=== design 1 ===
design_1/util_map.png
Bar = 20 um. The die is cut into 8 by 6 equal tiles; black is low, pale yellow is high, 0 to 100% covered.
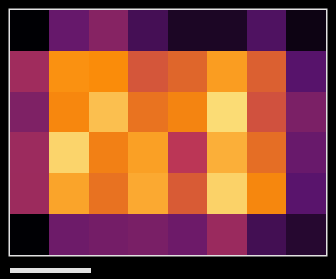

**config.mk**
```make
export PLATFORM = sky130hd
export DESIGN_NAME = alu_pipe
export DESIGN_NICKNAME = d
export VERILOG_FILES = /design/src/rtl/alu_pipe.sv
export SDC_FILE = /design/constraint.sdc
export NUM_CORES = 1
export LEC_CHECK = 0
export CAP_MARGIN = 20
export CORE_ASPECT_RATIO = 0.75
export CORE_MARGIN = 4
export CORE_UTILIZATION = 50
export DETAILED_ROUTE_END_ITERATION = 8
export GPL_ROUTABILITY_DRIVEN = 1
export GPL_TIMING_DRIVEN = 0
export PLACE_DENSITY = 0.88
export RECOVER_POWER = 50
export SYNTH_ARGS = -nofsm -noshare
export SYNTH_HDL_FRONTEND = slang
export SYNTH_SLANG_ARGS = --single-unit
```
**constraint.sdc**
```tcl
create_clock -name clk -period 3.6 [get_ports clk]
set_input_delay 0.72 -clock clk [delete_from_list [all_inputs] [get_ports clk]]
set_output_delay 0.72 -clock clk [all_outputs]
set_load 0.02 [all_outputs]
```
**src/rtl/alu_pipe.sv**
```systemverilog
// alu_pipe: two-stage accumulator ALU with valid/ready handshakes on both sides.
// Stage 1 captures the request, and stage 2 captures the result and its flags.
// A full stage 2 that retires in the same cycle can accept a new result, so
// the pipe sustains one transaction per clock.

package typedefs_pkg;
  typedef enum logic [2:0] {
    HLT = 3'd0,
    SKZ = 3'd1,
    ADD = 3'd2,
    AND = 3'd3,
    XOR = 3'd4,
    LDA = 3'd5,
    STO = 3'd6,
    JMP = 3'd7
  } opcode_t;
endpackage

module alu_pipe
  import typedefs_pkg::*;
#(
  parameter int unsigned WIDTH   = 32'd8,
  parameter int unsigned SAT_ADD = 32'd0
) (
  input  logic             clk,
  input  logic             rst_,
  input  logic             in_valid,
  output logic             in_ready,
  input  opcode_t          opcode,
  input  logic [WIDTH-1:0] accum,
  input  logic [WIDTH-1:0] data,
  output logic             out_valid,
  input  logic             out_ready,
  output logic [WIDTH-1:0] out,
  output logic             zero,
  output logic             carry,
  output logic             ovf
);

  // Stage 1 holds the request payload.
  logic             s1_valid_q, s1_valid_d;
  opcode_t          s1_op_q,    s1_op_d;
  logic [WIDTH-1:0] s1_acc_q,   s1_acc_d;
  logic [WIDTH-1:0] s1_data_q,  s1_data_d;

  // Stage 2 holds the result presented on the output ports.
  logic             out_valid_q, out_valid_d;
  logic [WIDTH-1:0] out_q,       out_d;
  logic             zero_q,      zero_d;
  logic             carry_q,     carry_d;
  logic             ovf_q,       ovf_d;

  logic             s2_load_s;
  logic             in_fire_s;
  logic [WIDTH:0]   sum_s;
  logic [WIDTH-1:0] res_out_s;
  logic             res_zero_s;
  logic             res_carry_s;
  logic             res_ovf_s;

  // Handshake decisions. in_ready depends only on pipe state and out_ready, not on in_valid.
  always_comb begin
    s2_load_s = s1_valid_q && (!out_valid_q || out_ready);
    in_ready  = !s1_valid_q || s2_load_s;
    in_fire_s = in_valid && in_ready;
  end

  // Compute the ALU result and flags from stage 1 contents.
  always_comb begin
    sum_s       = {1'b0, s1_acc_q} + {1'b0, s1_data_q};
    res_out_s   = '0;
    res_carry_s = 1'b0;
    res_ovf_s   = 1'b0;
    res_zero_s  = (s1_acc_q == '0);
    case (s1_op_q)
      HLT, SKZ, STO, JMP: res_out_s = s1_acc_q;
      ADD: begin
        res_carry_s = sum_s[WIDTH];
        // Overflow is taken from the raw sum even when the result saturates.
        res_ovf_s   = (s1_acc_q[WIDTH-1] == s1_data_q[WIDTH-1]) &&
                      (sum_s[WIDTH-1] != s1_acc_q[WIDTH-1]);
        if ((SAT_ADD != 32'd0) && sum_s[WIDTH]) begin
          res_out_s = '1;
        end else begin
          res_out_s = sum_s[WIDTH-1:0];
        end
      end
      AND:     res_out_s = s1_acc_q & s1_data_q;
      XOR:     res_out_s = s1_acc_q ^ s1_data_q;
      LDA:     res_out_s = s1_data_q;
      default: begin
        res_out_s   = '0;
        res_carry_s = 1'b0;
        res_ovf_s   = 1'b0;
      end
    endcase
  end

  // Next-state logic for both stages. Stage 2 is left untouched while it stalls, so its outputs stay stable.
  always_comb begin
    s1_valid_d  = s1_valid_q;
    s1_op_d     = s1_op_q;
    s1_acc_d    = s1_acc_q;
    s1_data_d   = s1_data_q;
    out_valid_d = out_valid_q;
    out_d       = out_q;
    zero_d      = zero_q;
    carry_d     = carry_q;
    ovf_d       = ovf_q;

    if (in_fire_s) begin
      s1_valid_d = 1'b1;
      s1_op_d    = opcode;
      s1_acc_d   = accum;
      s1_data_d  = data;
    end else if (s2_load_s) begin
      s1_valid_d = 1'b0;
    end else begin
      s1_valid_d = s1_valid_q;
    end

    if (s2_load_s) begin
      out_valid_d = 1'b1;
      out_d       = res_out_s;
      zero_d      = res_zero_s;
      carry_d     = res_carry_s;
      ovf_d       = res_ovf_s;
    end else if (out_valid_q && out_ready) begin
      out_valid_d = 1'b0;
    end else begin
      out_valid_d = out_valid_q;
    end
  end

  // Pipeline registers with synchronous active-low reset that discards in-flight work.
  always_ff @(posedge clk) begin
    if (!rst_) begin
      s1_valid_q  <= 1'b0;
      s1_op_q     <= HLT;
      s1_acc_q    <= '0;
      s1_data_q   <= '0;
      out_valid_q <= 1'b0;
      out_q       <= '0;
      zero_q      <= 1'b0;
      carry_q     <= 1'b0;
      ovf_q       <= 1'b0;
    end else begin
      s1_valid_q  <= s1_valid_d;
      s1_op_q     <= s1_op_d;
      s1_acc_q    <= s1_acc_d;
      s1_data_q   <= s1_data_d;
      out_valid_q <= out_valid_d;
      out_q       <= out_d;
      zero_q      <= zero_d;
      carry_q     <= carry_d;
      ovf_q       <= ovf_d;
    end
  end

  assign out_valid = out_valid_q;
  assign out       = out_q;
  assign zero      = zero_q;
  assign carry     = carry_q;
  assign ovf       = ovf_q;

endmodule

```
=== design 2 ===
## src/rtl/weight_pattern_pkg.sv

```systemverilog
// Shared encodings and class helpers for the weight pattern generator.
// Classes are defined by the popcount of a 4-bit vector.
package weight_pattern_pkg;

  localparam logic [1:0] MODE_W23  = 2'b00;
  localparam logic [1:0] MODE_W2   = 2'b01;
  localparam logic [1:0] MODE_W3   = 2'b10;
  localparam logic [1:0] MODE_WNOT = 2'b11;

  typedef logic [1:0] state_t;
  localparam state_t IDLE = 2'd0;
  localparam state_t RUN  = 2'd1;
  localparam state_t DONE = 2'd2;

  function automatic logic [2:0] popcount4(input logic [3:0] vec);
    popcount4 = 3'(vec[0]) + 3'(vec[1]) + 3'(vec[2]) + 3'(vec[3]);
  endfunction

  function automatic logic in_class(input logic [3:0] vec, input logic [1:0] mode);
    logic [2:0] w;
    w = popcount4(vec);
    case (mode)
      MODE_W23: in_class = (w == 3'd2) || (w == 3'd3);
      MODE_W2:  in_class = (w == 3'd2);
      MODE_W3:  in_class = (w == 3'd3);
      default:  in_class = (w <= 3'd1) || (w == 3'd4);
    endcase
  endfunction

  // Lowest member of the class; descending scan so the smallest hit wins.
  function automatic logic [3:0] first_member(input logic [1:0] mode);
    first_member = 4'd0;
    for (int i = 15; i >= 0; i--) begin
      if (in_class(4'(i), mode)) first_member = 4'(i);
    end
  endfunction

endpackage

```

## src/rtl/weight_class_match.sv

```systemverilog
// Combinational class lookup: membership, next-higher member and last-member flag
// for a 4-bit index under a given class select.
module weight_class_match
  import weight_pattern_pkg::*;
(
  input  logic [3:0] idx,
  input  logic [1:0] mode,
  output logic       member,
  output logic [3:0] next_idx,
  output logic       is_last
);

  logic found;

  // Priority scan over indices above idx; lowest hit is written last.
  always_comb begin
    next_idx = idx;
    found    = 1'b0;
    for (int i = 15; i >= 1; i--) begin
      if ((4'(i) > idx) && in_class(4'(i), mode)) begin
        next_idx = 4'(i);
        found    = 1'b1;
      end
    end
  end

  assign member  = in_class(idx, mode);
  assign is_last = member & ~found;

endmodule

```

## src/rtl/weight_pattern_gen.sv

```systemverilog
// Enumerates the 4-bit vectors of a popcount class in ascending order over a
// valid/ready handshake, flagging the final member of each pass.
module weight_pattern_gen
  import weight_pattern_pkg::*;
#(
  parameter bit WRAP = 1'b0
) (
  input  logic       clk,
  input  logic       rst,
  input  logic       start,
  input  logic       stop,
  input  logic [1:0] mode,
  input  logic       ready,
  output logic       a,
  output logic       b,
  output logic       c,
  output logic       d,
  output logic       valid,
  output logic       last,
  output logic       busy,
  output logic       done,
  output logic [3:0] count
);

  state_t     state_q, state_d;
  logic [1:0] mode_q, mode_d;
  logic [3:0] pat_q, pat_d;
  logic [3:0] count_q, count_d;
  logic [3:0] next_idx;
  logic       member;
  logic       is_last;
  logic       handshake;

  weight_class_match u_match (
    .idx      (pat_q),
    .mode     (mode_q),
    .member   (member),
    .next_idx (next_idx),
    .is_last  (is_last)
  );

  // The pattern register only ever holds members in RUN; member keeps valid honest.
  assign valid     = (state_q == RUN) & member;
  assign handshake = valid & ready;
  assign last      = valid & is_last;
  assign busy      = (state_q != IDLE);
  assign done      = (state_q == DONE);
  assign count     = count_q;
  assign {a, b, c, d} = pat_q;

  always_comb begin
    state_d = state_q;
    mode_d  = mode_q;
    pat_d   = pat_q;
    count_d = count_q;
    case (state_q)
      IDLE: begin
        if (start) begin
          mode_d  = mode;
          pat_d   = first_member(mode);
          count_d = 4'd0;
          state_d = RUN;
        end
      end
      RUN: begin
        if (handshake) begin
          count_d = count_q + 4'd1;
          if (!is_last) begin
            pat_d = next_idx;
          end else if (WRAP) begin
            pat_d = first_member(mode_q);
          end else begin
            state_d = DONE;
          end
        end
        if (stop) state_d = IDLE;
      end
      DONE:    state_d = IDLE;
      default: state_d = IDLE;
    endcase
  end

  always_ff @(posedge clk) begin
    if (rst) begin
      state_q <= IDLE;
      mode_q  <= MODE_W23;
      pat_q   <= 4'd0;
      count_q <= 4'd0;
    end else begin
      state_q <= state_d;
      mode_q  <= mode_d;
      pat_q   <= pat_d;
      count_q <= count_d;
    end
  end

endmodule

```

## config.mk

```make
export PLATFORM = sky130hd
export DESIGN_NAME = weight_pattern_gen
export DESIGN_NICKNAME = d
export VERILOG_FILES = /design/src/rtl/weight_pattern_pkg.sv /design/src/rtl/weight_class_match.sv /design/src/rtl/weight_pattern_gen.sv
export SDC_FILE = /design/constraint.sdc
export NUM_CORES = 1
export LEC_CHECK = 0
export CORE_MARGIN = 2
export CORE_UTILIZATION = 41
export DETAILED_ROUTE_END_ITERATION = 8
export PLACE_DENSITY = 0.73
export SYNTH_ARGS = -nofsm -noshare
export SYNTH_HDL_FRONTEND = slang
export SYNTH_SLANG_ARGS = --single-unit
```

## constraint.sdc

```tcl
create_clock -name clk -period 2.98 [get_ports clk]
set_clock_uncertainty 0.15 [all_clocks]
set_input_delay 0.298 -clock clk [delete_from_list [all_inputs] [get_ports clk]]
set_output_delay 0.298 -clock clk [all_outputs]
set_load 0.05 [all_outputs]
```

design_2/floorplan.png
Bar = 20 um. Pins as bars on the die edge.
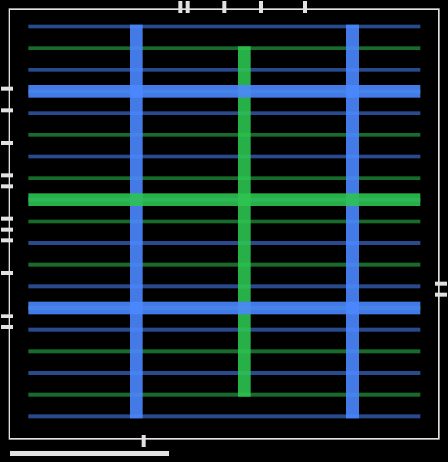
- green: VDD
- blue: VSS
- rows: 18
- met4 straps: 3
- met5 straps: 3
- signal pins: 19

==> impl_metrics.tcl, design 2 <==
# collected from the flow reports
set metrics [dict create \
    status "complete, no violations" \
    path_clk_slew_ns 0.08 \
    route.met3.wl_um 125 \
    fin_nets 166 \
    tapCellCount 30 \
    synthMuxAreaShare_pct 1.973 \
    utilization_pct 56.96 \
    cp_slowest_cell "dfxtp_4" \
    antenna_left 0 \
    postSynthAreaPerCell_um2 7.990 \
    irDropWorstVdd_mv 0.3073 \
    grtUsageMet3_pct 1.944 \
    crit_family "adder cells" \
    cts_root_buffer "clkbuf_4" \
    r2r_end "pat_q[3]$_SDFFE_PP0P_" \
]
[design 2: how the worst max path moves through the flow]
stage,start,end,slack (ns),cells after the start
finish,pat_q[0]$_SDFFE_PP0P_,last,0.10,10
global route,pat_q[0]$_SDFFE_PP0P_,last,0.02,10
CTS,pat_q[0]$_SDFFE_PP0P_,pat_q[3]$_SDFFE_PP0P_,-0.01,10
detailed placement,pat_q[1]$_SDFFE_PP0P_,pat_q[3]$_SDFFE_PP0P_,0.05,10
global placement,pat_q[1]$_SDFFE_PP0P_,pat_q[3]$_SDFFE_PP0P_,0.13,10
floorplan,pat_q[3]$_SDFFE_PP0P_,pat_q[3]$_SDFFE_PP0P_,0.03,9
[design 2: metrics by stage]
stage | power (uW) | setup TNS (ns) | std cells | hold slack (ns) | setup slack [ns]
6_report | 476.0 | 0 | 180 | 0.3488 | 0.1032
5_1_grt | 497.8 | 0 | 180 | 0.3881 | 0.02320
4_1_cts | 464.4 | -0.01141 | 177 | 0.3567 | -0.01141
3_5_place_dp | 331.4 | 0 | 173 | 0.3378 | 0.05188
3_3_place_gp | 327.4 | 0 | 173 | 0.3316 | 0.1275
2_1_floorplan | 286.7 | 0 | 127 | 0.2258 | 0.03308
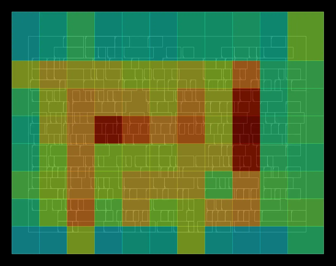
design_1/congestion_map.png
Final Core Density: 69.65%
total track usage: 20.77%
met2 usage: 32.56%

About design_1/util_map.png:
- tiles over 75% full: 21%
- mean over tiles: 49%
- nearly empty tiles: 4.2%
- emptiest ninth of the die: top right
- fullest tile: 92%
- densest ninth of the die: middle

==> impl_metrics.tcl, design 1 <==
# collected from the flow reports
set metrics [dict create \
    status "complete, no violations" \
    clk_share_pct 5.335 \
    ys_seq_share_pct 34.85 \
    totalWireLength_um 4708 \
    aoi_share_pct 26.62 \
    n_all_buffers 49 \
    irDropWorstVdd_mv 0.2934 \
    period_minus_slack_ns 2.930 \
    syn-num-nets 265 \
    synth_top_area_share_pct 34.85 \
    comb_area_share_pct 46.38 \
    edf_count 0 \
    p_leak_uw 0.0009272 \
    postSynthAreaPerCell_um2 7.888 \
    fin_nets 307 \
    crit_type "input pin to primary output" \
    seq_cell_count 32 \
    drive_gt1_share_pct 9.058 \
    cts.repair.resized 0 \
    power.density_nw_per_um2 400.2 \
    top_area_cell "dfxtp_1" \
    drtPass1Iterations 6 \
    antenna_left 0 \
    ff_type "dfxtp_1" \
    worst_slew_pin_slew_ns 0.4764 \
    grt_pass1_wl_um 7569 \
    critical_path.endpoint "in_ready" \
    grt_util_met1_pct 28.16 \
    synth.area.top_cells "dfxtp_1 (35%), nand2_1 (10%), a21oi_1 (8.7%)" \
    total_power_uw 947.8 \
    dr.first_iter.drc_count 215 \
    core_um2 3401 \
    die.size.x_um 78.01 \
    place.port_buffers 35 \
    boundaryPins 36 \
    path_clk_slew_ns 0.07 \
    drv_cap 0 \
    initial_core_util_pct 54.05 \
    reg2reg_slack_ns 1.56 \
    grt_max_degree 11 \
]
-- design 1: critical path, cell delays in order --
cell	delay, ns
dlygate4sd3_1	0.54
nor2b_1	0.25
nand2_1	0.14
clkdlybuf4s50_1	0.56
-- design 1: metrics by stage --
stage	instance area, um^2	instances	setup WS [ns]	hold WS [ns]
CTS	2377	326	0.8823	0.4578
floorplan	1838	233	1.783	0.4527
global route	2369	326	0.5373	0.4778
global placement	2251	318	0.8970	0.4406
detailed placement	2251	318	0.8823	0.4481
finish	2369	326	0.6698	0.4522
-- design 1: registers in the layout, summed over array words and instances, names as in the netlist --
signal	flops
out	8
s1_acc_q	8
s1_data_q	8
s1_op_q	3
carry	1
out_valid	1
ovf	1
s1_valid_q	1
zero	1
-- design 1: layout by cell type, fill, tap and decap left out, types with 4 or more instances in the layout --
cell type        Yosys  layout
a211oi_1             4       4
a21oi_1             32      32
buf_4                5       4
clkbuf_1             4       7
clkbuf_8             0       7
clkdlybuf4s50_1      0      25
dfxtp_1             32      32
dlygate4sd3_1        0      10
ha_1                 8       8
inv_1                4       4
nand2_1             49      49
nand2b_1             5       5
nand3_1              5       5
nor2_1              13      13
o21ai_0              8       8
o21ai_1              5       5
o221ai_1             4       4
o22ai_1              4       4

==> gallery <==
Placed cells, one colour a class.
panel A
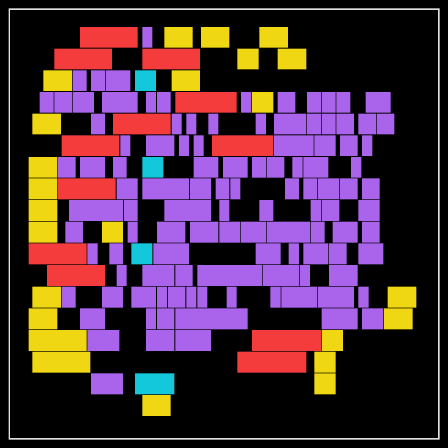
panel B
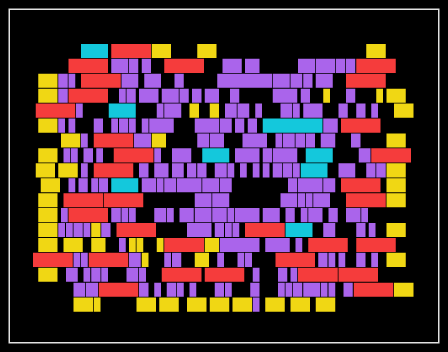
- most sequential cells: panel B
- highest utilization: panel B
panel B: design 1
panel A: design 2



==> layout pictures side by side <==
I/O nets highlighted.
Bar = 20 um.
(a)
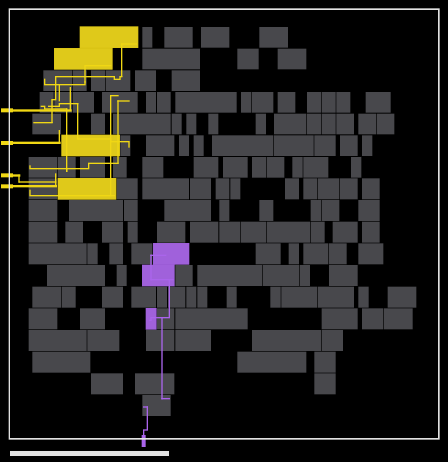
(b)
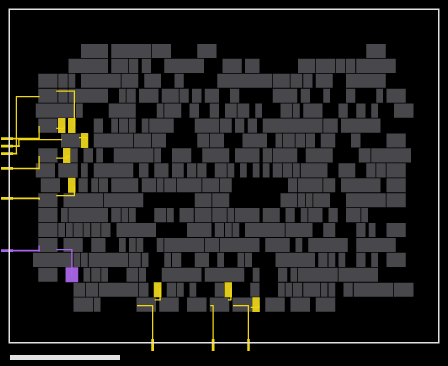
The one with the largest die is (b).
The one with the most cells is (b).
For design 2, see (a).
For design 1, see (b).

No activity file was given, so power comes from the tool's default toggle rates.
